==================== design 1
Fig. 1: design 1, routing congestion
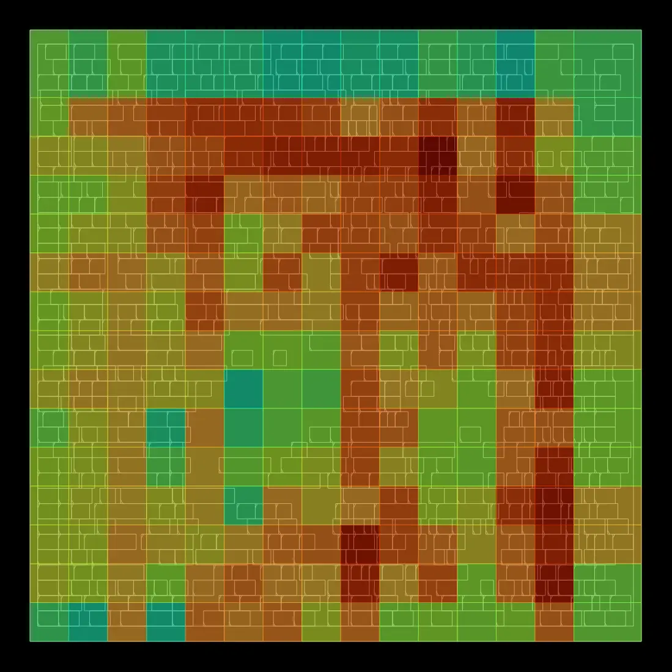

<file path="src/rtl/mem_pkg.sv">
// Shared types and defaults for the data-memory arbiter and its lane formatter.
package mem_pkg;

    localparam int unsigned B_WIDTH_DEF = 32;

    typedef enum logic [1:0] {
        SZ_BYTE = 2'b00,
        SZ_HALF = 2'b01,
        SZ_WORD = 2'b10,
        SZ_ILL  = 2'b11
    } size_e;

    typedef enum logic [1:0] {
        ST_IDLE,
        ST_ISSUE,
        ST_RESP
    } state_e;

    // Misaligned half/word or the reserved size encoding.
    function automatic logic access_err(size_e size, logic [1:0] addr_lo);
        case (size)
            SZ_BYTE: access_err = 1'b0;
            SZ_HALF: access_err = addr_lo[0];
            SZ_WORD: access_err = |addr_lo;
            default: access_err = 1'b1;
        endcase
    endfunction

endpackage

</file>
<file path="src/rtl/mem_data_arbiter_if.sv">
// Requester, response and data-memory signals of the arbiter, bundled as one bus.
interface mem_data_arbiter_if #(
    parameter int unsigned B_WIDTH = mem_pkg::B_WIDTH_DEF,
    parameter int unsigned N_REQ   = 2
);
    logic [N_REQ-1:0]              req_valid;
    logic [N_REQ-1:0]              req_ready;
    logic [N_REQ-1:0]              req_we;
    logic [N_REQ-1:0][B_WIDTH-1:0] req_addr;
    logic [N_REQ-1:0][1:0]         req_size;
    logic [N_REQ-1:0]              req_unsigned;
    logic [N_REQ-1:0][B_WIDTH-1:0] req_wdata;
    logic [N_REQ-1:0]              rsp_valid;
    logic [B_WIDTH-1:0]            rsp_rdata;
    logic                          rsp_err;
    logic [B_WIDTH-1:0]            mem_addr;
    logic                          mem_read_en;
    logic                          mem_write_en;
    logic [B_WIDTH/8-1:0]          write_byte_en;
    logic [B_WIDTH-1:0]            mem_wdata;
    logic [B_WIDTH-1:0]            mem_rdata;

    modport master (
        output req_valid, req_we, req_addr, req_size, req_unsigned, req_wdata, mem_rdata,
        input  req_ready, rsp_valid, rsp_rdata, rsp_err,
               mem_addr, mem_read_en, mem_write_en, write_byte_en, mem_wdata
    );

    modport slave (
        input  req_valid, req_we, req_addr, req_size, req_unsigned, req_wdata, mem_rdata,
        output req_ready, rsp_valid, rsp_rdata, rsp_err,
               mem_addr, mem_read_en, mem_write_en, write_byte_en, mem_wdata
    );

endinterface

</file>
<file path="src/rtl/mem_align.sv">
// Combinational lane formatting: byte enables, write replication, read extraction/extension.
module mem_align
    import mem_pkg::*;
#(
    parameter int unsigned B_WIDTH = B_WIDTH_DEF
) (
    input  size_e                size_i,
    input  logic [1:0]           addr_lo_i,
    input  logic                 unsigned_i,
    input  logic [B_WIDTH-1:0]   wdata_i,
    input  logic [B_WIDTH-1:0]   rdata_i,
    output logic [B_WIDTH/8-1:0] be_o,
    output logic [B_WIDTH-1:0]   wdata_o,
    output logic [B_WIDTH-1:0]   rdata_o
);

    localparam int unsigned NB = B_WIDTH / 8;

    logic [B_WIDTH-1:0] shifted;
    logic               sbit;

    always_comb begin
        be_o    = '0;
        wdata_o = '0;
        rdata_o = '0;
        sbit    = 1'b0;
        shifted = rdata_i >> {addr_lo_i, 3'b000};
        case (size_i)
            SZ_BYTE: begin
                be_o = NB'(1) << addr_lo_i;
                for (int unsigned k = 0; k < NB; k++) wdata_o[8*k +: 8] = wdata_i[7:0];
                sbit    = ~unsigned_i & shifted[7];
                rdata_o = {{(B_WIDTH-8){sbit}}, shifted[7:0]};
            end
            SZ_HALF: begin
                be_o = NB'(3) << addr_lo_i;
                for (int unsigned k = 0; k < NB/2; k++) wdata_o[16*k +: 16] = wdata_i[15:0];
                sbit    = ~unsigned_i & shifted[15];
                rdata_o = {{(B_WIDTH-16){sbit}}, shifted[15:0]};
            end
            SZ_WORD: begin
                be_o    = '1;
                wdata_o = wdata_i;
                rdata_o = shifted;
            end
            default: ;
        endcase
    end

endmodule

</file>
<file path="src/rtl/mem_data_arbiter.sv">
// Round-robin arbiter granting N_REQ requesters single-beat access to a data memory.
module mem_data_arbiter
    import mem_pkg::*;
#(
    parameter int unsigned B_WIDTH = B_WIDTH_DEF,
    parameter int unsigned N_REQ   = 2
) (
    input  logic             clk,
    input  logic             rst,
    mem_data_arbiter_if.slave bus
);

    localparam int unsigned PW = (N_REQ > 1) ? $clog2(N_REQ) : 1;

    state_e               state_q, state_d;
    logic [PW-1:0]        ptr_q, ptr_d;
    logic [PW-1:0]        port_q;
    logic                 we_q, uns_q, err_q;
    size_e                size_q;
    logic [B_WIDTH-1:0]   addr_q, wdata_q;

    logic [PW-1:0]        gnt_idx, idx;
    logic                 gnt_any, accept;
    logic [B_WIDTH/8-1:0] al_be;
    logic [B_WIDTH-1:0]   al_wdata, al_rdata;

    // ptr_q holds the first port to search, i.e. one past the last grant.
    always_comb begin
        gnt_any = 1'b0;
        gnt_idx = ptr_q;
        idx     = ptr_q;
        for (int unsigned i = 0; i < N_REQ; i++) begin
            if (!gnt_any && bus.req_valid[idx]) begin
                gnt_any = 1'b1;
                gnt_idx = idx;
            end
            idx = (idx == PW'(N_REQ - 1)) ? '0 : idx + PW'(1);
        end
    end

    assign accept = (state_q == ST_IDLE) && gnt_any;
    assign ptr_d  = !accept ? ptr_q
                  : (gnt_idx == PW'(N_REQ - 1)) ? '0 : gnt_idx + PW'(1);

    always_ff @(posedge clk or negedge rst) begin
        if (!rst) state_q <= ST_IDLE;
        else      state_q <= state_d;
    end

    always_comb begin
        state_d = state_q;
        case (state_q)
            ST_IDLE:  if (accept) state_d = ST_ISSUE;
            ST_ISSUE: state_d = ST_RESP;
            ST_RESP:  state_d = ST_IDLE;
            default:  state_d = ST_IDLE;
        endcase
    end

    always_ff @(posedge clk or negedge rst) begin
        if (!rst) begin
            ptr_q   <= '0;
            port_q  <= '0;
            we_q    <= 1'b0;
            uns_q   <= 1'b0;
            err_q   <= 1'b0;
            size_q  <= SZ_BYTE;
            addr_q  <= '0;
            wdata_q <= '0;
        end else begin
            ptr_q <= ptr_d;
            if (accept) begin
                port_q  <= gnt_idx;
                we_q    <= bus.req_we[gnt_idx];
                uns_q   <= bus.req_unsigned[gnt_idx];
                size_q  <= size_e'(bus.req_size[gnt_idx]);
                addr_q  <= bus.req_addr[gnt_idx];
                wdata_q <= bus.req_wdata[gnt_idx];
                err_q   <= access_err(size_e'(bus.req_size[gnt_idx]), bus.req_addr[gnt_idx][1:0]);
            end
        end
    end

    mem_align #(.B_WIDTH(B_WIDTH)) u_align (
        .size_i     (size_q),
        .addr_lo_i  (addr_q[1:0]),
        .unsigned_i (uns_q),
        .wdata_i    (wdata_q),
        .rdata_i    (bus.mem_rdata),
        .be_o       (al_be),
        .wdata_o    (al_wdata),
        .rdata_o    (al_rdata)
    );

    // Every output decodes from state_q, so the async reset clears strobes immediately.
    always_comb begin
        bus.req_ready     = '0;
        bus.rsp_valid     = '0;
        bus.rsp_rdata     = '0;
        bus.rsp_err       = 1'b0;
        bus.mem_addr      = '0;
        bus.mem_read_en   = 1'b0;
        bus.mem_write_en  = 1'b0;
        bus.write_byte_en = '0;
        bus.mem_wdata     = '0;
        case (state_q)
            ST_IDLE: if (rst && gnt_any) bus.req_ready[gnt_idx] = 1'b1;
            ST_ISSUE: begin
                if (!err_q) begin
                    bus.mem_addr     = {2'b00, addr_q[B_WIDTH-1:2]};
                    bus.mem_read_en  = ~we_q;
                    bus.mem_write_en = we_q;
                    if (we_q) begin
                        bus.write_byte_en = al_be;
                        bus.mem_wdata     = al_wdata;
                    end
                end
            end
            ST_RESP: begin
                bus.rsp_valid[port_q] = 1'b1;
                bus.rsp_err           = err_q;
                if (!err_q && !we_q) bus.rsp_rdata = al_rdata;
            end
            default: ;
        endcase
    end

endmodule

</file>
<file path="src/flat_wrapper.sv">
// flat-port wrapper written by rule: the top's interface ports become plain ports
module mem_data_arbiter_flat import mem_pkg::*;
#(
    parameter int unsigned B_WIDTH = B_WIDTH_DEF,
    parameter int unsigned N_REQ   = 2
)
  (clk, rst, bus_req_valid, bus_req_we, bus_req_addr, bus_req_size, bus_req_unsigned, bus_req_wdata, bus_mem_rdata, bus_req_ready, bus_rsp_valid, bus_rsp_rdata, bus_rsp_err, bus_mem_addr, bus_mem_read_en, bus_mem_write_en, bus_write_byte_en, bus_mem_wdata);
  mem_data_arbiter_if #(.B_WIDTH(B_WIDTH), .N_REQ(N_REQ)) bus_i ();
  input  logic clk;
  input  logic rst;
  input wire logic [$bits(bus_i.req_valid)-1:0] bus_req_valid;
  input wire logic [$bits(bus_i.req_we)-1:0] bus_req_we;
  input wire logic [$bits(bus_i.req_addr)-1:0] bus_req_addr;
  input wire logic [$bits(bus_i.req_size)-1:0] bus_req_size;
  input wire logic [$bits(bus_i.req_unsigned)-1:0] bus_req_unsigned;
  input wire logic [$bits(bus_i.req_wdata)-1:0] bus_req_wdata;
  input wire logic [$bits(bus_i.mem_rdata)-1:0] bus_mem_rdata;
  output wire logic [$bits(bus_i.req_ready)-1:0] bus_req_ready;
  output wire logic [$bits(bus_i.rsp_valid)-1:0] bus_rsp_valid;
  output wire logic [$bits(bus_i.rsp_rdata)-1:0] bus_rsp_rdata;
  output wire logic [$bits(bus_i.rsp_err)-1:0] bus_rsp_err;
  output wire logic [$bits(bus_i.mem_addr)-1:0] bus_mem_addr;
  output wire logic [$bits(bus_i.mem_read_en)-1:0] bus_mem_read_en;
  output wire logic [$bits(bus_i.mem_write_en)-1:0] bus_mem_write_en;
  output wire logic [$bits(bus_i.write_byte_en)-1:0] bus_write_byte_en;
  output wire logic [$bits(bus_i.mem_wdata)-1:0] bus_mem_wdata;
  assign bus_i.req_valid = bus_req_valid;
  assign bus_i.req_we = bus_req_we;
  assign bus_i.req_addr = bus_req_addr;
  assign bus_i.req_size = bus_req_size;
  assign bus_i.req_unsigned = bus_req_unsigned;
  assign bus_i.req_wdata = bus_req_wdata;
  assign bus_i.mem_rdata = bus_mem_rdata;
  assign bus_req_ready = bus_i.req_ready;
  assign bus_rsp_valid = bus_i.rsp_valid;
  assign bus_rsp_rdata = bus_i.rsp_rdata;
  assign bus_rsp_err = bus_i.rsp_err;
  assign bus_mem_addr = bus_i.mem_addr;
  assign bus_mem_read_en = bus_i.mem_read_en;
  assign bus_mem_write_en = bus_i.mem_write_en;
  assign bus_write_byte_en = bus_i.write_byte_en;
  assign bus_mem_wdata = bus_i.mem_wdata;
  mem_data_arbiter #(.B_WIDTH(B_WIDTH), .N_REQ(N_REQ)) u_core (.clk(clk), .rst(rst), .bus(bus_i));
endmodule
</file>
<file path="config.mk">
export PLATFORM = sky130hd
export DESIGN_NAME = mem_data_arbiter_flat
export DESIGN_NICKNAME = d
export VERILOG_FILES = /design/src/rtl/mem_pkg.sv /design/src/rtl/mem_data_arbiter_if.sv /design/src/rtl/mem_align.sv /design/src/rtl/mem_data_arbiter.sv /design/src/flat_wrapper.sv
export SDC_FILE = /design/constraint.sdc
export NUM_CORES = 1
export LEC_CHECK = 0
export CORE_UTILIZATION = 42
export CTS_CLUSTER_SIZE = 40
export DETAILED_ROUTE_END_ITERATION = 12
export PLACE_DENSITY = 0.88
export SYNTH_ARGS = -nofsm -noshare
export SYNTH_HDL_FRONTEND = slang
export SYNTH_SLANG_ARGS = --single-unit
</file>
<file path="constraint.sdc">
create_clock -name clk -period 4.4 [get_ports clk]
set_input_delay 0.66 -clock clk [delete_from_list [all_inputs] [get_ports clk]]
set_output_delay 0.66 -clock clk [all_outputs]
set_load 0.005 [all_outputs]
</file>
==================== design 2
**src/rtl/demod_pkg.sv**
```systemverilog
// Shared types for the demodulator sample FIFO: channel width, sequence width, stored sample layout.
// Latency: none (types and constants only).
// Backpressure: none (types and constants only).
package demod_pkg;

  localparam int DATA_W = 24;
  localparam int SEQ_W  = 32;

  // One coherent demodulator result as stored in the FIFO.
  typedef struct packed {
    logic [SEQ_W-1:0]         seq;
    logic signed [DATA_W-1:0] x1;
    logic signed [DATA_W-1:0] i1;
    logic signed [DATA_W-1:0] x2;
    logic signed [DATA_W-1:0] i2;
  } demod_sample_t;

endpackage

```
**src/rtl/demod_sample_fifo_if.sv**
```systemverilog
// Bus between the QPD demodulator / software readout and demod_sample_fifo (DEMOD_FIFO_DROP_COUNT_EN adds drop_cnt_o).
// Latency: pure wiring.
// Backpressure: none; the writer never stalls, and overflow is reported through ovf_o and the drop count.
interface demod_sample_fifo_if #(
  parameter int DATA_W = demod_pkg::DATA_W,
  parameter int DEPTH  = 16
) ();

  logic                      tick_i;
  logic signed [DATA_W-1:0]  x1_i, i1_i, x2_i, i2_i;
  logic                      rd_i;
  logic                      clr_ovf_i;
  logic signed [DATA_W-1:0]  x1_o, i1_o, x2_o, i2_o;
  logic [31:0]               seq_o;
  logic                      rd_valid_o;
  logic [$clog2(DEPTH):0]    level_o;
  logic                      empty_o;
  logic                      full_o;
  logic                      ovf_o;
`ifdef DEMOD_FIFO_DROP_COUNT_EN
  logic [31:0]               drop_cnt_o;
`endif

  // Demodulator and software side: drives samples, pops and clears.
  modport master (
`ifdef DEMOD_FIFO_DROP_COUNT_EN
    input  drop_cnt_o,
`endif
    output tick_i, x1_i, i1_i, x2_i, i2_i, rd_i, clr_ovf_i,
    input  x1_o, i1_o, x2_o, i2_o, seq_o, rd_valid_o, level_o, empty_o, full_o, ovf_o
  );

  // FIFO side.
  modport slave (
`ifdef DEMOD_FIFO_DROP_COUNT_EN
    output drop_cnt_o,
`endif
    input  tick_i, x1_i, i1_i, x2_i, i2_i, rd_i, clr_ovf_i,
    output x1_o, i1_o, x2_o, i2_o, seq_o, rd_valid_o, level_o, empty_o, full_o, ovf_o
  );

endinterface

```
**src/rtl/demod_sample_ram.sv**
```systemverilog
// Simple dual-port sample RAM: synchronous write, registered synchronous read.
// Latency: read data appears one cycle after rd_en and then holds until the next rd_en.
// Backpressure: none; the caller guarantees the addresses are valid.
module demod_sample_ram
  import demod_pkg::*;
#(
  parameter int DEPTH = 16,
  localparam int AW   = $clog2(DEPTH)
) (
  input  logic          clk,
  input  logic          reset,
  input  logic          wr_en,
  input  logic [AW-1:0] wr_addr,
  input  demod_sample_t wr_data,
  input  logic          rd_en,
  input  logic [AW-1:0] rd_addr,
  output demod_sample_t rd_data
);

  demod_sample_t mem [DEPTH];

  // Storage write; contents are deliberately not reset so this maps onto RAM primitives.
  always_ff @(posedge clk) begin
    if (wr_en) mem[wr_addr] <= wr_data;
  end

  // Registered read. Reading and writing one address in the same cycle returns the old entry.
  always_ff @(posedge clk) begin
    if (reset)      rd_data <= '0;
    else if (rd_en) rd_data <= mem[rd_addr];
  end

endmodule

```
**src/rtl/demod_sample_fifo.sv**
```systemverilog
// Demodulator sample FIFO: every pop returns one coherent {seq, x1, i1, x2, i2}; DEMOD_FIFO_DROP_COUNT_EN adds drop_cnt_o.
// Latency: a pop in cycle N shows data and rd_valid_o in N+1; a write in N is counted in level_o in N+1.
// Backpressure: none toward the writer; a tick into a full FIFO is dropped (unless a pop frees the slot) and sets ovf_o.
module demod_sample_fifo #(
  parameter int DEPTH = 16
) (
  input  logic               clk,
  input  logic               reset,
  demod_sample_fifo_if.slave bus
);
  import demod_pkg::*;

  // Sample field widths follow demod_pkg::DATA_W; the bus must be built with the same width.
  localparam int AW = $clog2(DEPTH);
  localparam int LW = AW + 1;

  logic [AW-1:0]    wr_ptr, rd_ptr;
  logic [LW-1:0]    level;
  logic [SEQ_W-1:0] seq_cnt;
  logic             ovf;
  logic             rd_valid;
  logic             empty, full;
  logic             push, pop, drop;
  demod_sample_t    wr_data, rd_data;

  // Status comes from the level register only, never directly from the inputs.
  assign empty = (level == '0);
  assign full  = (level == LW'(DEPTH));

  // A pop into a full FIFO frees the slot that the simultaneous write then takes, so that case is not a drop.
  always_comb begin
    pop  = bus.rd_i & ~empty;
    push = bus.tick_i & (~full | bus.rd_i);
    drop = bus.tick_i & full & ~bus.rd_i;
  end

  assign wr_data = '{seq: seq_cnt, x1: bus.x1_i, i1: bus.i1_i, x2: bus.x2_i, i2: bus.i2_i};

  // Pointers, level and sequence counter; seq advances on every tick so gaps expose drops.
  always_ff @(posedge clk) begin
    if (reset) begin
      wr_ptr   <= '0;
      rd_ptr   <= '0;
      level    <= '0;
      seq_cnt  <= '0;
      rd_valid <= 1'b0;
    end else begin
      if (push)       wr_ptr  <= wr_ptr + AW'(1);
      if (pop)        rd_ptr  <= rd_ptr + AW'(1);
      if (bus.tick_i) seq_cnt <= seq_cnt + SEQ_W'(1);
      rd_valid <= pop;
      case ({push, pop})
        2'b10:   level <= level + LW'(1);
        2'b01:   level <= level - LW'(1);
        default: level <= level;
      endcase
    end
  end

  // Sticky overflow flag; a drop in the same cycle as a clear keeps it set.
  always_ff @(posedge clk) begin
    if (reset)              ovf <= 1'b0;
    else if (drop)          ovf <= 1'b1;
    else if (bus.clr_ovf_i) ovf <= 1'b0;
  end

`ifdef DEMOD_FIFO_DROP_COUNT_EN
  logic [31:0] drop_cnt;

  // Saturating drop counter; a drop coinciding with a clear restarts the count at 1.
  always_ff @(posedge clk) begin
    if (reset) begin
      drop_cnt <= '0;
    end else if (drop) begin
      if (bus.clr_ovf_i)       drop_cnt <= 32'd1;
      else if (drop_cnt != '1) drop_cnt <= drop_cnt + 32'd1;
    end else if (bus.clr_ovf_i) begin
      drop_cnt <= '0;
    end
  end

  assign bus.drop_cnt_o = drop_cnt;
`endif

  demod_sample_ram #(.DEPTH(DEPTH)) u_ram (
    .clk     (clk),
    .reset   (reset),
    .wr_en   (push),
    .wr_addr (wr_ptr),
    .wr_data (wr_data),
    .rd_en   (pop),
    .rd_addr (rd_ptr),
    .rd_data (rd_data)
  );

  // The RAM read register doubles as the output register, so outputs hold between pops.
  assign bus.x1_o       = rd_data.x1;
  assign bus.i1_o       = rd_data.i1;
  assign bus.x2_o       = rd_data.x2;
  assign bus.i2_o       = rd_data.i2;
  assign bus.seq_o      = rd_data.seq;
  assign bus.rd_valid_o = rd_valid;
  assign bus.level_o    = level;
  assign bus.empty_o    = empty;
  assign bus.full_o     = full;
  assign bus.ovf_o      = ovf;

endmodule

```
**src/flat_wrapper.sv**
```systemverilog
// flat-port wrapper written by rule: the top's interface ports become plain ports
module demod_sample_fifo_flat import demod_pkg::*;
#(
  parameter int DEPTH = 16
)
  (clk, reset, bus_tick_i, bus_x1_i, bus_i1_i, bus_x2_i, bus_i2_i, bus_rd_i, bus_clr_ovf_i, bus_x1_o, bus_i1_o, bus_x2_o, bus_i2_o, bus_seq_o, bus_rd_valid_o, bus_level_o, bus_empty_o, bus_full_o, bus_ovf_o);
  demod_sample_fifo_if #(.DATA_W((24)), .DEPTH(DEPTH)) bus_i ();
  input  logic clk;
  input  logic reset;
  input wire logic [$bits(bus_i.tick_i)-1:0] bus_tick_i;
  input wire logic [$bits(bus_i.x1_i)-1:0] bus_x1_i;
  input wire logic [$bits(bus_i.i1_i)-1:0] bus_i1_i;
  input wire logic [$bits(bus_i.x2_i)-1:0] bus_x2_i;
  input wire logic [$bits(bus_i.i2_i)-1:0] bus_i2_i;
  input wire logic [$bits(bus_i.rd_i)-1:0] bus_rd_i;
  input wire logic [$bits(bus_i.clr_ovf_i)-1:0] bus_clr_ovf_i;
  output wire logic [$bits(bus_i.x1_o)-1:0] bus_x1_o;
  output wire logic [$bits(bus_i.i1_o)-1:0] bus_i1_o;
  output wire logic [$bits(bus_i.x2_o)-1:0] bus_x2_o;
  output wire logic [$bits(bus_i.i2_o)-1:0] bus_i2_o;
  output wire logic [$bits(bus_i.seq_o)-1:0] bus_seq_o;
  output wire logic [$bits(bus_i.rd_valid_o)-1:0] bus_rd_valid_o;
  output wire logic [$bits(bus_i.level_o)-1:0] bus_level_o;
  output wire logic [$bits(bus_i.empty_o)-1:0] bus_empty_o;
  output wire logic [$bits(bus_i.full_o)-1:0] bus_full_o;
  output wire logic [$bits(bus_i.ovf_o)-1:0] bus_ovf_o;
  assign bus_i.tick_i = bus_tick_i;
  assign bus_i.x1_i = bus_x1_i;
  assign bus_i.i1_i = bus_i1_i;
  assign bus_i.x2_i = bus_x2_i;
  assign bus_i.i2_i = bus_i2_i;
  assign bus_i.rd_i = bus_rd_i;
  assign bus_i.clr_ovf_i = bus_clr_ovf_i;
  assign bus_x1_o = bus_i.x1_o;
  assign bus_i1_o = bus_i.i1_o;
  assign bus_x2_o = bus_i.x2_o;
  assign bus_i2_o = bus_i.i2_o;
  assign bus_seq_o = bus_i.seq_o;
  assign bus_rd_valid_o = bus_i.rd_valid_o;
  assign bus_level_o = bus_i.level_o;
  assign bus_empty_o = bus_i.empty_o;
  assign bus_full_o = bus_i.full_o;
  assign bus_ovf_o = bus_i.ovf_o;
  demod_sample_fifo #(.DEPTH(DEPTH)) u_core (.clk(clk), .reset(reset), .bus(bus_i));
endmodule
```
**config.mk**
```make
export PLATFORM = sky130hd
export DESIGN_NAME = demod_sample_fifo_flat
export DESIGN_NICKNAME = d
export VERILOG_FILES = /design/src/rtl/demod_pkg.sv /design/src/rtl/demod_sample_fifo_if.sv /design/src/rtl/demod_sample_ram.sv /design/src/rtl/demod_sample_fifo.sv /design/src/flat_wrapper.sv
export SDC_FILE = /design/constraint.sdc
export NUM_CORES = 2
export LEC_CHECK = 0
export CORE_MARGIN = 2
export CORE_UTILIZATION = 39
export DETAILED_ROUTE_END_ITERATION = 12
export PLACE_DENSITY_LB_ADDON = 0.15
export SETUP_SLACK_MARGIN = 0.1
export SLEW_MARGIN = 20
export SYNTH_ARGS = -nofsm -noshare
export SYNTH_HDL_FRONTEND = slang
export SYNTH_HIERARCHICAL = 1
export SYNTH_SLANG_ARGS = --single-unit
```
**constraint.sdc**
```tcl
create_clock -name clk -period 15.4 [get_ports clk]
set_input_delay 3.08 -clock clk [delete_from_list [all_inputs] [get_ports clk]]
set_output_delay 3.08 -clock clk [all_outputs]
set_load 0.005 [all_outputs]
```
==================== design 3
### src/rtl/conv_pkg.sv
// Shared constants for the 3x3 convolution stage: mode encodings, the
// box-average reciprocal, Sobel kernel weights and default widths.
package conv_pkg;

  localparam int DEF_PIXEL_W = 8;
  localparam int DEF_COEF_W  = 8;
  localparam int NUM_TAPS    = 9;

  // Runtime filter select; the reserved code behaves like a box average.
  typedef enum logic [1:0] {
    MODE_BOX    = 2'd0,
    MODE_KERNEL = 2'd1,
    MODE_SOBEL  = 2'd2,
    MODE_RSVD   = 2'd3
  } conv_mode_e;

  // Divide-by-9 approximation: (sum * 57) >> 9. 57/512 is slightly above 1/9,
  // so a uniform window of value v (v < 512) returns exactly v.
  localparam int BOX_RECIP = 57;
  localparam int BOX_SHIFT = 9;

  // Sobel weights, tap k = row-major position in the window (k=0 top-left).
  localparam logic signed [2:0] SOBEL_GX [NUM_TAPS] = '{
    -3'sd1,  3'sd0,  3'sd1,
    -3'sd2,  3'sd0,  3'sd2,
    -3'sd1,  3'sd0,  3'sd1
  };
  localparam logic signed [2:0] SOBEL_GY [NUM_TAPS] = '{
    -3'sd1, -3'sd2, -3'sd1,
     3'sd0,  3'sd0,  3'sd0,
     3'sd1,  3'sd2,  3'sd1
  };

endpackage

### src/rtl/conv3x3_sat.sv
// Arithmetic right shift followed by clamping of a signed value into the
// unsigned pixel range [0, 2^PIXEL_W-1]. Shared by all filter modes.
module conv3x3_sat
  import conv_pkg::*;
#(
  parameter int IN_W    = 27,
  parameter int PIXEL_W = DEF_PIXEL_W
) (
  input  logic signed [IN_W-1:0]  value,
  input  logic [3:0]              shift,
  output logic [PIXEL_W-1:0]      pixel
);

  localparam logic signed [IN_W-1:0] PIX_MAX = {{(IN_W-PIXEL_W){1'b0}}, {PIXEL_W{1'b1}}};

  logic signed [IN_W-1:0] shifted;

  // Shift, then clamp negatives to zero and large values to full scale
  always_comb begin
    shifted = value >>> shift;
    if (shifted[IN_W-1]) begin
      pixel = '0;
    end else if (shifted > PIX_MAX) begin
      pixel = '1;
    end else begin
      pixel = shifted[PIXEL_W-1:0];
    end
  end

endmodule

### src/rtl/conv3x3_pipe.sv
// Three-stage 3x3 convolution: box average, programmable signed kernel or
// Sobel |Gx|+|Gy|, one result per valid window, fixed three-register latency.
// Optional build macro CONV3X3_THRESH_EN adds i_thresh and turns the output
// into a binary edge map (all-ones when filtered value >= i_thresh).
module conv3x3_pipe
  import conv_pkg::*;
#(
  parameter int PIXEL_W = DEF_PIXEL_W,
  parameter int COEF_W  = DEF_COEF_W,
  parameter int ACC_W   = PIXEL_W + COEF_W + 4
) (
  input  logic                   i_clk,
  input  logic                   i_rstn,
  input  logic [9*PIXEL_W-1:0]   i_pixel_data,
  input  logic                   i_pixel_data_valid,
  input  logic [1:0]             i_mode,
  input  logic [3:0]             i_shift,
  input  logic                   i_coef_we,
  input  logic [3:0]             i_coef_addr,
  input  logic [COEF_W-1:0]      i_coef_data,
`ifdef CONV3X3_THRESH_EN
  input  logic [PIXEL_W-1:0]     i_thresh,
`endif
  output logic [PIXEL_W-1:0]     o_convolved_data,
  output logic                   o_convolved_data_valid
);

  // Unsigned pixel (zero-extended by one bit) times signed coefficient.
  localparam int PROD_W = PIXEL_W + COEF_W + 1;
  // Stage-3 operand must hold sum * 57 for the box path.
  localparam int SAT_W  = ACC_W + 7;

  // ---------------------------------------------------------------------
  // Coefficient bank
  // ---------------------------------------------------------------------
  logic signed [COEF_W-1:0] coef [NUM_TAPS];

  // Address-decoded coefficient writes; addresses past the last tap fall through
  always_ff @(posedge i_clk) begin
    if (!i_rstn) begin
      for (int k = 0; k < NUM_TAPS; k++) begin
        coef[k] <= COEF_W'(1);
      end
    end else if (i_coef_we) begin
      for (int k = 0; k < NUM_TAPS; k++) begin
        if (i_coef_addr == 4'(k)) begin
          coef[k] <= i_coef_data;
        end
      end
    end
  end

  // ---------------------------------------------------------------------
  // Stage 1: per-tap terms and Sobel gradients
  // ---------------------------------------------------------------------
  logic [PIXEL_W-1:0]        pix     [NUM_TAPS];
  logic signed [ACC_W-1:0]   pix_ext [NUM_TAPS];
  logic signed [PROD_W-1:0]  term_c  [NUM_TAPS];
  logic signed [ACC_W-1:0]   gx_c;
  logic signed [ACC_W-1:0]   gy_c;
  conv_mode_e                mode_c;

  logic                      s1_valid;
  conv_mode_e                s1_mode;
  logic [3:0]                s1_shift;
  logic signed [PROD_W-1:0]  s1_term [NUM_TAPS];
  logic signed [ACC_W-1:0]   s1_gx;
  logic signed [ACC_W-1:0]   s1_gy;

  // Unpack the window and widen each pixel as a non-negative signed value
  always_comb begin
    for (int k = 0; k < NUM_TAPS; k++) begin
      pix[k]     = i_pixel_data[k*PIXEL_W +: PIXEL_W];
      pix_ext[k] = $signed(ACC_W'(pix[k]));
    end
  end

  // Select per-tap term by mode: kernel uses products, box/Sobel use raw pixels
  always_comb begin
    mode_c = conv_mode_e'(i_mode);
    if (mode_c == MODE_RSVD) begin
      mode_c = MODE_BOX;
    end
    gx_c = '0;
    gy_c = '0;
    for (int k = 0; k < NUM_TAPS; k++) begin
      if (mode_c == MODE_KERNEL) begin
        term_c[k] = PROD_W'($signed({1'b0, pix[k]})) * PROD_W'(coef[k]);
      end else begin
        term_c[k] = PROD_W'($signed({1'b0, pix[k]}));
      end
      gx_c = gx_c + pix_ext[k] * ACC_W'(SOBEL_GX[k]);
      gy_c = gy_c + pix_ext[k] * ACC_W'(SOBEL_GY[k]);
    end
  end

  // Capture stage-1 data; mode and shift travel with the window they belong to
  always_ff @(posedge i_clk) begin
    s1_mode  <= mode_c;
    s1_shift <= i_shift;
    s1_term  <= term_c;
    s1_gx    <= gx_c;
    s1_gy    <= gy_c;
  end

  // ---------------------------------------------------------------------
  // Stage 2: accumulate
  // ---------------------------------------------------------------------
  logic signed [ACC_W-1:0]   sum_c;

  logic                      s2_valid;
  conv_mode_e                s2_mode;
  logic [3:0]                s2_shift;
  logic signed [ACC_W-1:0]   s2_sum;
  logic signed [ACC_W-1:0]   s2_gx;
  logic signed [ACC_W-1:0]   s2_gy;

  // Sign-extended adder tree over the nine terms
  always_comb begin
    sum_c = '0;
    for (int k = 0; k < NUM_TAPS; k++) begin
      sum_c = sum_c + ACC_W'(s1_term[k]);
    end
  end

  // Capture stage-2 sums alongside the window's mode and shift
  always_ff @(posedge i_clk) begin
    s2_mode  <= s1_mode;
    s2_shift <= s1_shift;
    s2_sum   <= sum_c;
    s2_gx    <= s1_gx;
    s2_gy    <= s1_gy;
  end

  // Valid strobe advances every cycle; reset drops anything in flight
  always_ff @(posedge i_clk) begin
    if (!i_rstn) begin
      s1_valid <= 1'b0;
      s2_valid <= 1'b0;
    end else begin
      s1_valid <= i_pixel_data_valid;
      s2_valid <= s1_valid;
    end
  end

  // ---------------------------------------------------------------------
  // Stage 3: normalise, saturate, optional threshold
  // ---------------------------------------------------------------------
  logic signed [ACC_W-1:0]   mag_x;
  logic signed [ACC_W-1:0]   mag_y;
  logic signed [SAT_W-1:0]   sat_value;
  logic [3:0]                sat_shift;
  logic [PIXEL_W-1:0]        filt;
  logic [PIXEL_W-1:0]        out_c;

  // Route each mode onto the shared shift/clamp unit
  always_comb begin
    mag_x = s2_gx[ACC_W-1] ? -s2_gx : s2_gx;
    mag_y = s2_gy[ACC_W-1] ? -s2_gy : s2_gy;
    case (s2_mode)
      MODE_KERNEL: begin
        sat_value = SAT_W'(s2_sum);
        sat_shift = s2_shift;
      end
      MODE_SOBEL: begin
        sat_value = SAT_W'(mag_x) + SAT_W'(mag_y);
        sat_shift = 4'd0;
      end
      default: begin
        sat_value = SAT_W'(s2_sum) * SAT_W'(BOX_RECIP);
        sat_shift = 4'(BOX_SHIFT);
      end
    endcase
  end

  conv3x3_sat #(
    .IN_W    (SAT_W),
    .PIXEL_W (PIXEL_W)
  ) u_sat (
    .value (sat_value),
    .shift (sat_shift),
    .pixel (filt)
  );

`ifdef CONV3X3_THRESH_EN
  // Binary edge map: full scale at or above the live threshold, else zero
  always_comb begin
    out_c = (filt >= i_thresh) ? {PIXEL_W{1'b1}} : {PIXEL_W{1'b0}};
  end
`else
  // Filtered value goes straight to the output register
  always_comb begin
    out_c = filt;
  end
`endif

  // Output register; data holds its last value while no window is valid
  always_ff @(posedge i_clk) begin
    if (!i_rstn) begin
      o_convolved_data       <= '0;
      o_convolved_data_valid <= 1'b0;
    end else begin
      o_convolved_data_valid <= s2_valid;
      if (s2_valid) begin
        o_convolved_data <= out_c;
      end
    end
  end

endmodule

### config.mk
export PLATFORM = sky130hd
export DESIGN_NAME = conv3x3_pipe
export DESIGN_NICKNAME = d
export VERILOG_FILES = /design/src/rtl/conv_pkg.sv /design/src/rtl/conv3x3_sat.sv /design/src/rtl/conv3x3_pipe.sv
export SDC_FILE = /design/constraint.sdc
export NUM_CORES = 2
export LEC_CHECK = 0
export ABC_AREA = 1
export CAP_MARGIN = 10
export CORE_MARGIN = 2
export CORE_UTILIZATION = 30
export DETAILED_ROUTE_END_ITERATION = 16
export PLACE_DENSITY = 0.56
export SYNTH_ARGS = -nofsm -noshare
export SYNTH_HDL_FRONTEND = slang
export SYNTH_SLANG_ARGS = --single-unit
### constraint.sdc
create_clock -name i_clk -period 7.5 [get_ports i_clk]
set_input_delay 1.125 -clock i_clk [delete_from_list [all_inputs] [get_ports i_clk]]
set_output_delay 1.125 -clock i_clk [all_outputs]
set_load 0.01 [all_outputs]
Fig. 2: design 3, routing congestion
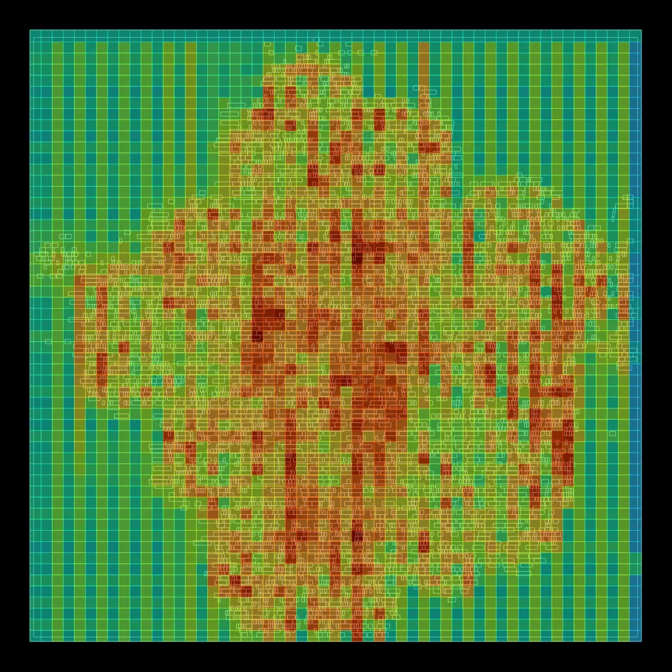
met1 Use GR: 0.221
Routed WL per cell: 16.9 um
fin util: 0.335

Fig. 3: design 3, signal wires on met4
Bar = 100 um.
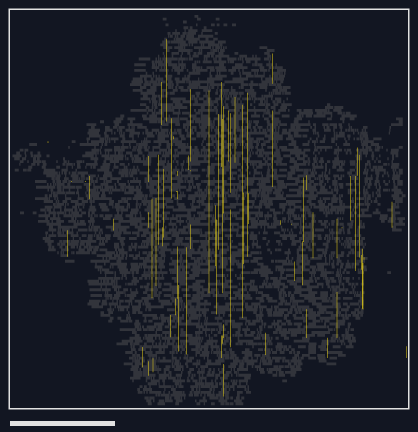
The layer carries 3570 um of wire. 52 nets have wire on it. The layer holds 2.9% of the routed length. The wires run mostly vertical.

==> flow_summary.json, design 3 <==
{
  "status": "finished, final reports clean",
  "grt_use_total": 0.170,
  "drive_above_1_share": 0.0295,
  "worstMarginPinSlew_ps": 890,
  "arrival_ps": 6730,
  "ys_async_sr_fraction": 0,
  "grt_start_max_net_pins": 62,
  "dpl.cell_count": 7086,
  "ys_ff": 346,
  "fp_util": 0.303,
  "num_antenna_cells": 3,
  "layout.comb_gates.multi_input": 3416,
  "fp_nets": 6495,
  "grt.met2_usage": 0.297,
  "setup_violations": 0,
  "ctsLongestPathBuffers": 3,
  "finalHoldViolCount": 0,
  "nFillCells": 14700,
  "netlist_top_cells_area": "fa_1 26%, ha_1 18%, dfxtp_1 13%",
  "ctsHoldBuffers": 0,
  "ys_sh_xor": 0.0240,
  "cts-resized-gates": 0,
  "fmax_mhz": 159,
  "clk_pin_slew_ps": 60,
  "cp-start-kind": "input port",
  "die_area_um2": 144000,
  "ff_type": "dfxtp_1",
  "htreeDepth": 2
}
design 3: cell families after synthesis:
logic type	count (synthesis)
AOI/OAI and AO/OA	568
xor gates and xnor gates	116
adders and majority gates	1151
buffers and inverters	1488
DFF	346
and+or+nand+nor	1581
design 3: registers in the layout, indices dropped and copies added (netlist names):
register,flops
o_convolved_data,8
s1_mode,2
s2_sum,20
o_convolved_data_valid,1
s2_gx,19
s1_gy,20
coef,72
s2_gy,20
s2_shift,4
s1_valid,1
s1_shift,4
s1_term,153
s2_mode,2
s1_gx,19
s2_valid,1
design 3: final timing paths:
check	start	endpoint	slack, ps	depth (start not counted)
worst max-delay path	i_pixel_data[8]	s1_gy[18]$_DFF_P_	1210	27
worst min-delay path	s1_gy[8]$_DFF_P_	s2_gy[8]$_DFF_P_	320	0
worst max register to register	s1_term[121]$_DFF_P_	s2_sum[18]$_DFF_P_	2050	23
worst min register to register	s1_gy[8]$_DFF_P_	s2_gy[8]$_DFF_P_	320	0
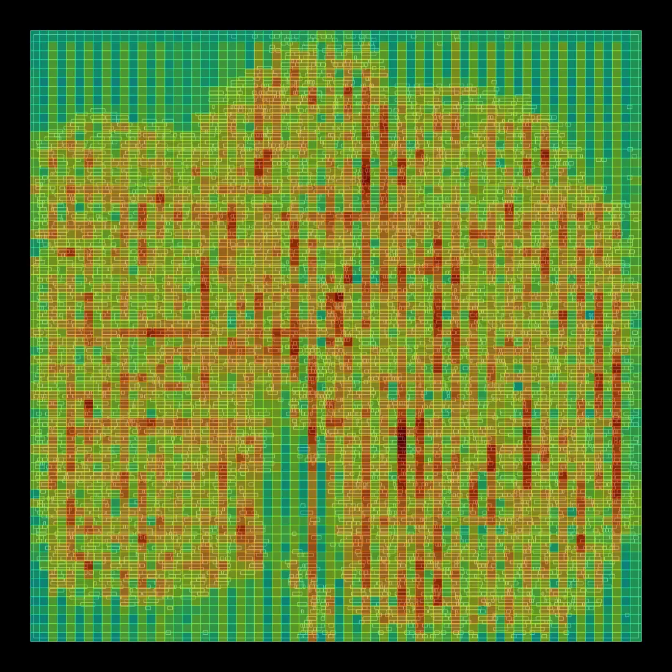
Fig. 4. Routing congestion (design 2).
met3 usage in global routing: 0.0338
GR Layer Usage met2: 0.313
GRT Util Overall: 0.190

==> flow_summary.json, design 2 <==
{
  "status": "finished, final reports clean",
  "gp_congestion": 0.720,
  "r2r-start": "u_core/rd_ptr[0]$_SDFFE_PP0P_",
  "clock_latency_ps": 870,
  "synth_cells": 4596,
  "fp_nets": 4705,
  "top_cells_by_count": "2048 x edfxtp_1, 665 x mux2i_1, 281 x nand2_1, 236 x nand3_1, 190 x mux4_2",
  "finalHoldViolCount": 0,
  "die_area_um2": 222000,
  "dr_wl_met3_um": 9980,
  "wl_met1_um": 95800,
  "area_delta_synth_final_pct": 14.9,
  "ctsHoldBuffers": 0,
  "warnings": 42,
  "hold_start": "u_core/u_ram/rd_data[80]$_SDFFE_PP0P_",
  "netlist_top_cells_area": "edfxtp_1 72%, mux2i_1 7.8%, mux4_2 5.0%",
  "arrival_ps": 6770
}
design 2: kinds of logic after synthesis:
group | share of synthesized area
multiplexers | 0.135
AND-OR/OR-AND | 0.0322
adder cells (fa/ha/maj) | 0.00127
flip-flops | 0.764
AND/OR/NAND/NOR | 0.0456
buffers and inverters | 0.0198
XOR/XNOR | 0.00216
design 2: worst reg2reg max path: cells and delay by family (launching register included):
kind            cells  cell delay (ps)
mux                 1              360
buf+inv             4             3410
flops               1              820
compound gates      1              120
simple gates        2              260
design 2: per-stage QoR:
step / util / instance area, um^2
2_1_floorplan: - / 85000
4_1_cts: 0.450 / 97700
6_report: 0.450 / 97700
5_1_grt: 0.450 / 97700
3_5_place_dp: 0.416 / 90300
3_3_place_gp: 0.416 / 90300
design 2: per-layer routing:
layer / global-route usage / vias up
met4: 0.0440 / 18
li1: - / 18900
met3: 0.0338 / 267
met1: 0.263 / 22900
met2: 0.313 / 935
met5: 0 / -
Fig. 5: design 1, metal 1
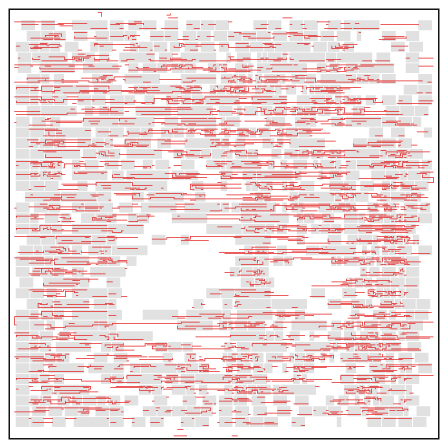
802 nets have wire on it. The layer carries 6600 um of wire. The longest straight run is 29.4 um. The wires run mostly horizontal.

Fig. 6: design 1, signal wires on met4
Bar = 20 um.
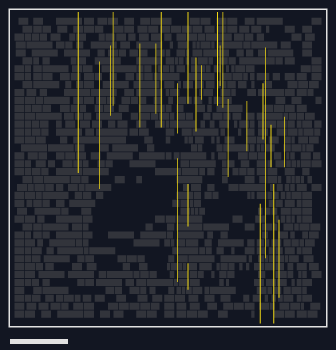
The longest straight run is 72.1 um. 24 nets have wire on it. The wires run mostly vertical. The layer holds 4.1% of the routed length.

## Picture notes: Fig. 1
met3 usage in global routing: 0.0772
GRT Util Overall: 0.309
fin util: 0.721
met1 Use GR: 0.341

==> flow_summary.json, design 1 <==
{
  "nNetsFinal": 946,
  "fmax_mhz": 262,
  "dr_wl_met3_um": 1680,
  "drc": 0,
  "clock_buffers": 9,
  "drive_above_1_share": 0.0475,
  "nFillCells": 807,
  "layout.comb_gates.multi_input": 397,
  "ys_sh_xor": 0,
  "cp_slowest_stage_delay_ps": 620,
  "pin_count": 279,
  "crit_path_cell_trace": "buf_4 -> mux2i_1 -> a31oi_1 -> nand4b_1 -> o21ai_1 -> clkdlybuf4s50_1",
  "logic_family": "AND-OR/OR-AND gates",
  "synth_adder_area_share": 0.00210,
  "arrival_ps": 3160,
  "n_tap_cell": 140,
  "setup_slack_ps": 582,
  "placed_area_um2": 7580,
  "finalClockSkew_ps": 9.05,
  "sh_seq_area": 0.232,
  "synthSimpleGateAreaFrac": 0.151,
  "num_antenna_cells": 0,
  "rr_worst_depth": 5,
  "clock_area_frac": 0.0382,
  "post-synth-top-area-cell": "dfrtp_1",
  "cp.required_ps": 3740,
  "overflow": 0,
  "r2r-start": "u_core.state_q[1]$_DFFE_PN0P_",
  "clk_pin_slew_ps": 60,
  "routed.top_layer": "met4",
  "routedWlPerCell_um": 19.9,
  "num_rows": 38,
  "mux_share": 0.0443,
  "status": "finished, final reports clean",
  "worst-path-max-fanout": 28,
  "crit_buf_inv": 2
}
[design 1: layout by cell type (no fill, tap or decap), types with 2 or more instances in the layout]
cell | synthesis | layout
clkdlybuf4s50_1 | 0 | 275
dfrtp_1 | 73 | 73
a21o_1 | 66 | 66
a22o_1 | 64 | 64
and2_1 | 42 | 42
nor2_1 | 37 | 37
a21oi_1 | 34 | 33
nor2b_1 | 23 | 23
mux2i_1 | 20 | 20
o21ai_0 | 18 | 17
nand2_1 | 16 | 16
a2bb2oi_1 | 16 | 16
a211oi_1 | 15 | 15
buf_4 | 2 | 13
o21ai_1 | 11 | 11
clkbuf_16 | 0 | 9
inv_1 | 5 | 5
o21a_1 | 4 | 4
a31oi_1 | 3 | 3
nor3_1 | 3 | 3
or3_1 | 3 | 3
nand2b_1 | 2 | 2
o21bai_1 | 2 | 2
conb_1 | 1 | 2
clkinvlp_4 | 0 | 2
inv_6 | 0 | 2
[design 1: routing by layer]
layer | up-vias | track usage
li1 | 2422 | -
met1 | 2528 | 0.341
met4 | 0 | 0.163
met5 | - | 0
met3 | 54 | 0.0772
met2 | 306 | 0.546

==> notes/layouts.md <==
Pictures saved along the way, in no particular order.

M3 wires.
shot_01.png
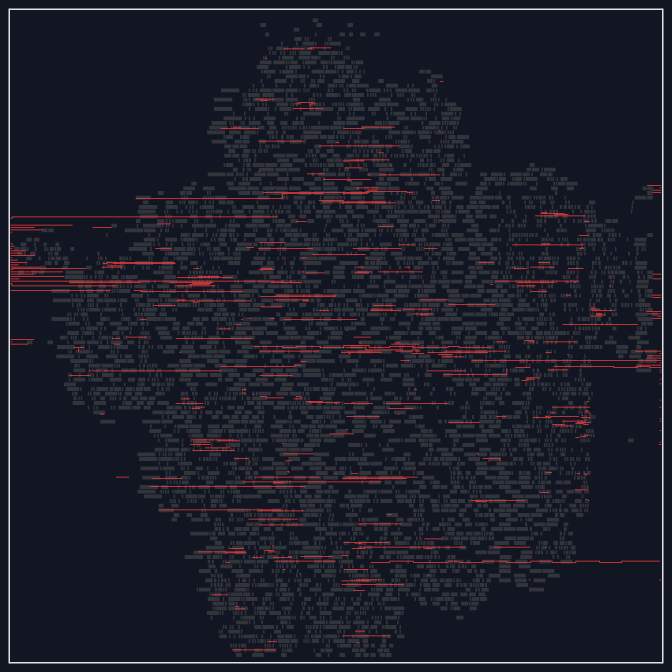
shot_02.png
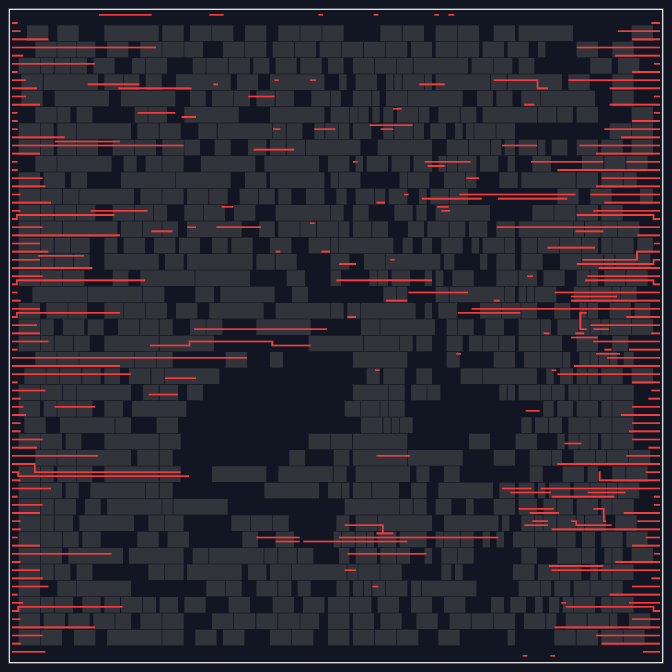
shot_03.png
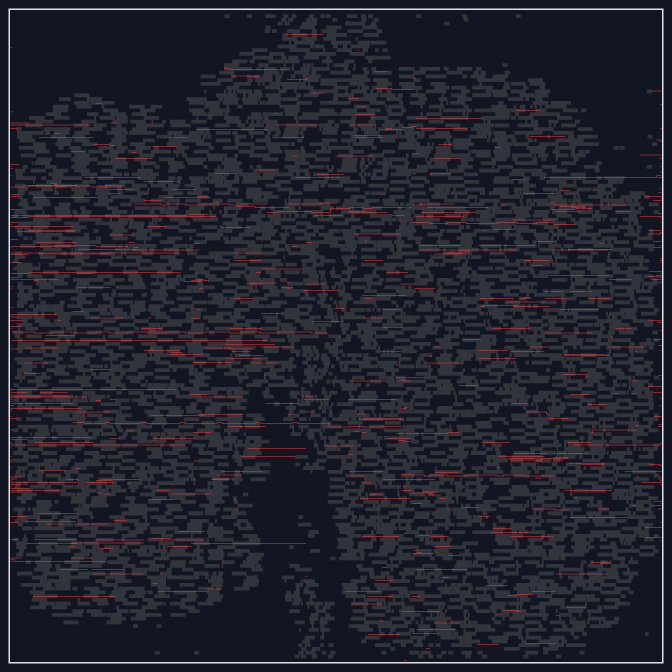
shot_03.png: design 2
shot_01.png: design 3
shot_02.png: design 1



==> layout pictures side by side <==
Metal 2.
image #1
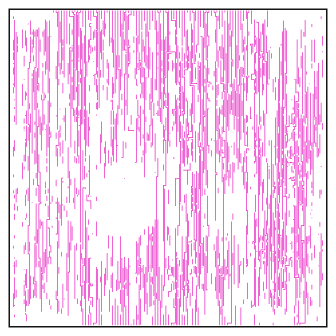
image #2
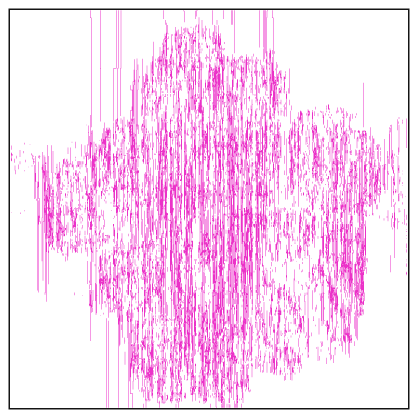
image #3
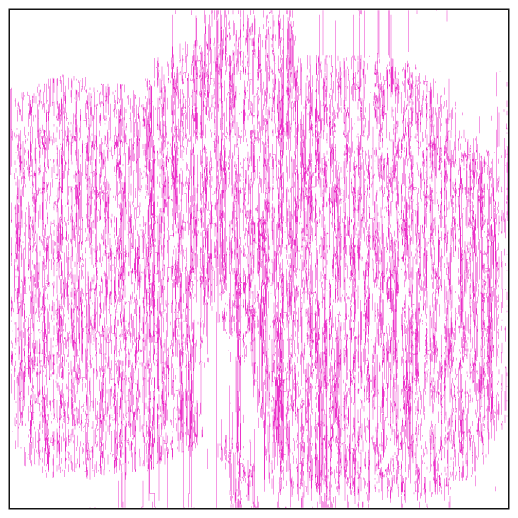
Image #2 comes from design 3.
Image #3 comes from design 2.
Image #1 comes from design 1.

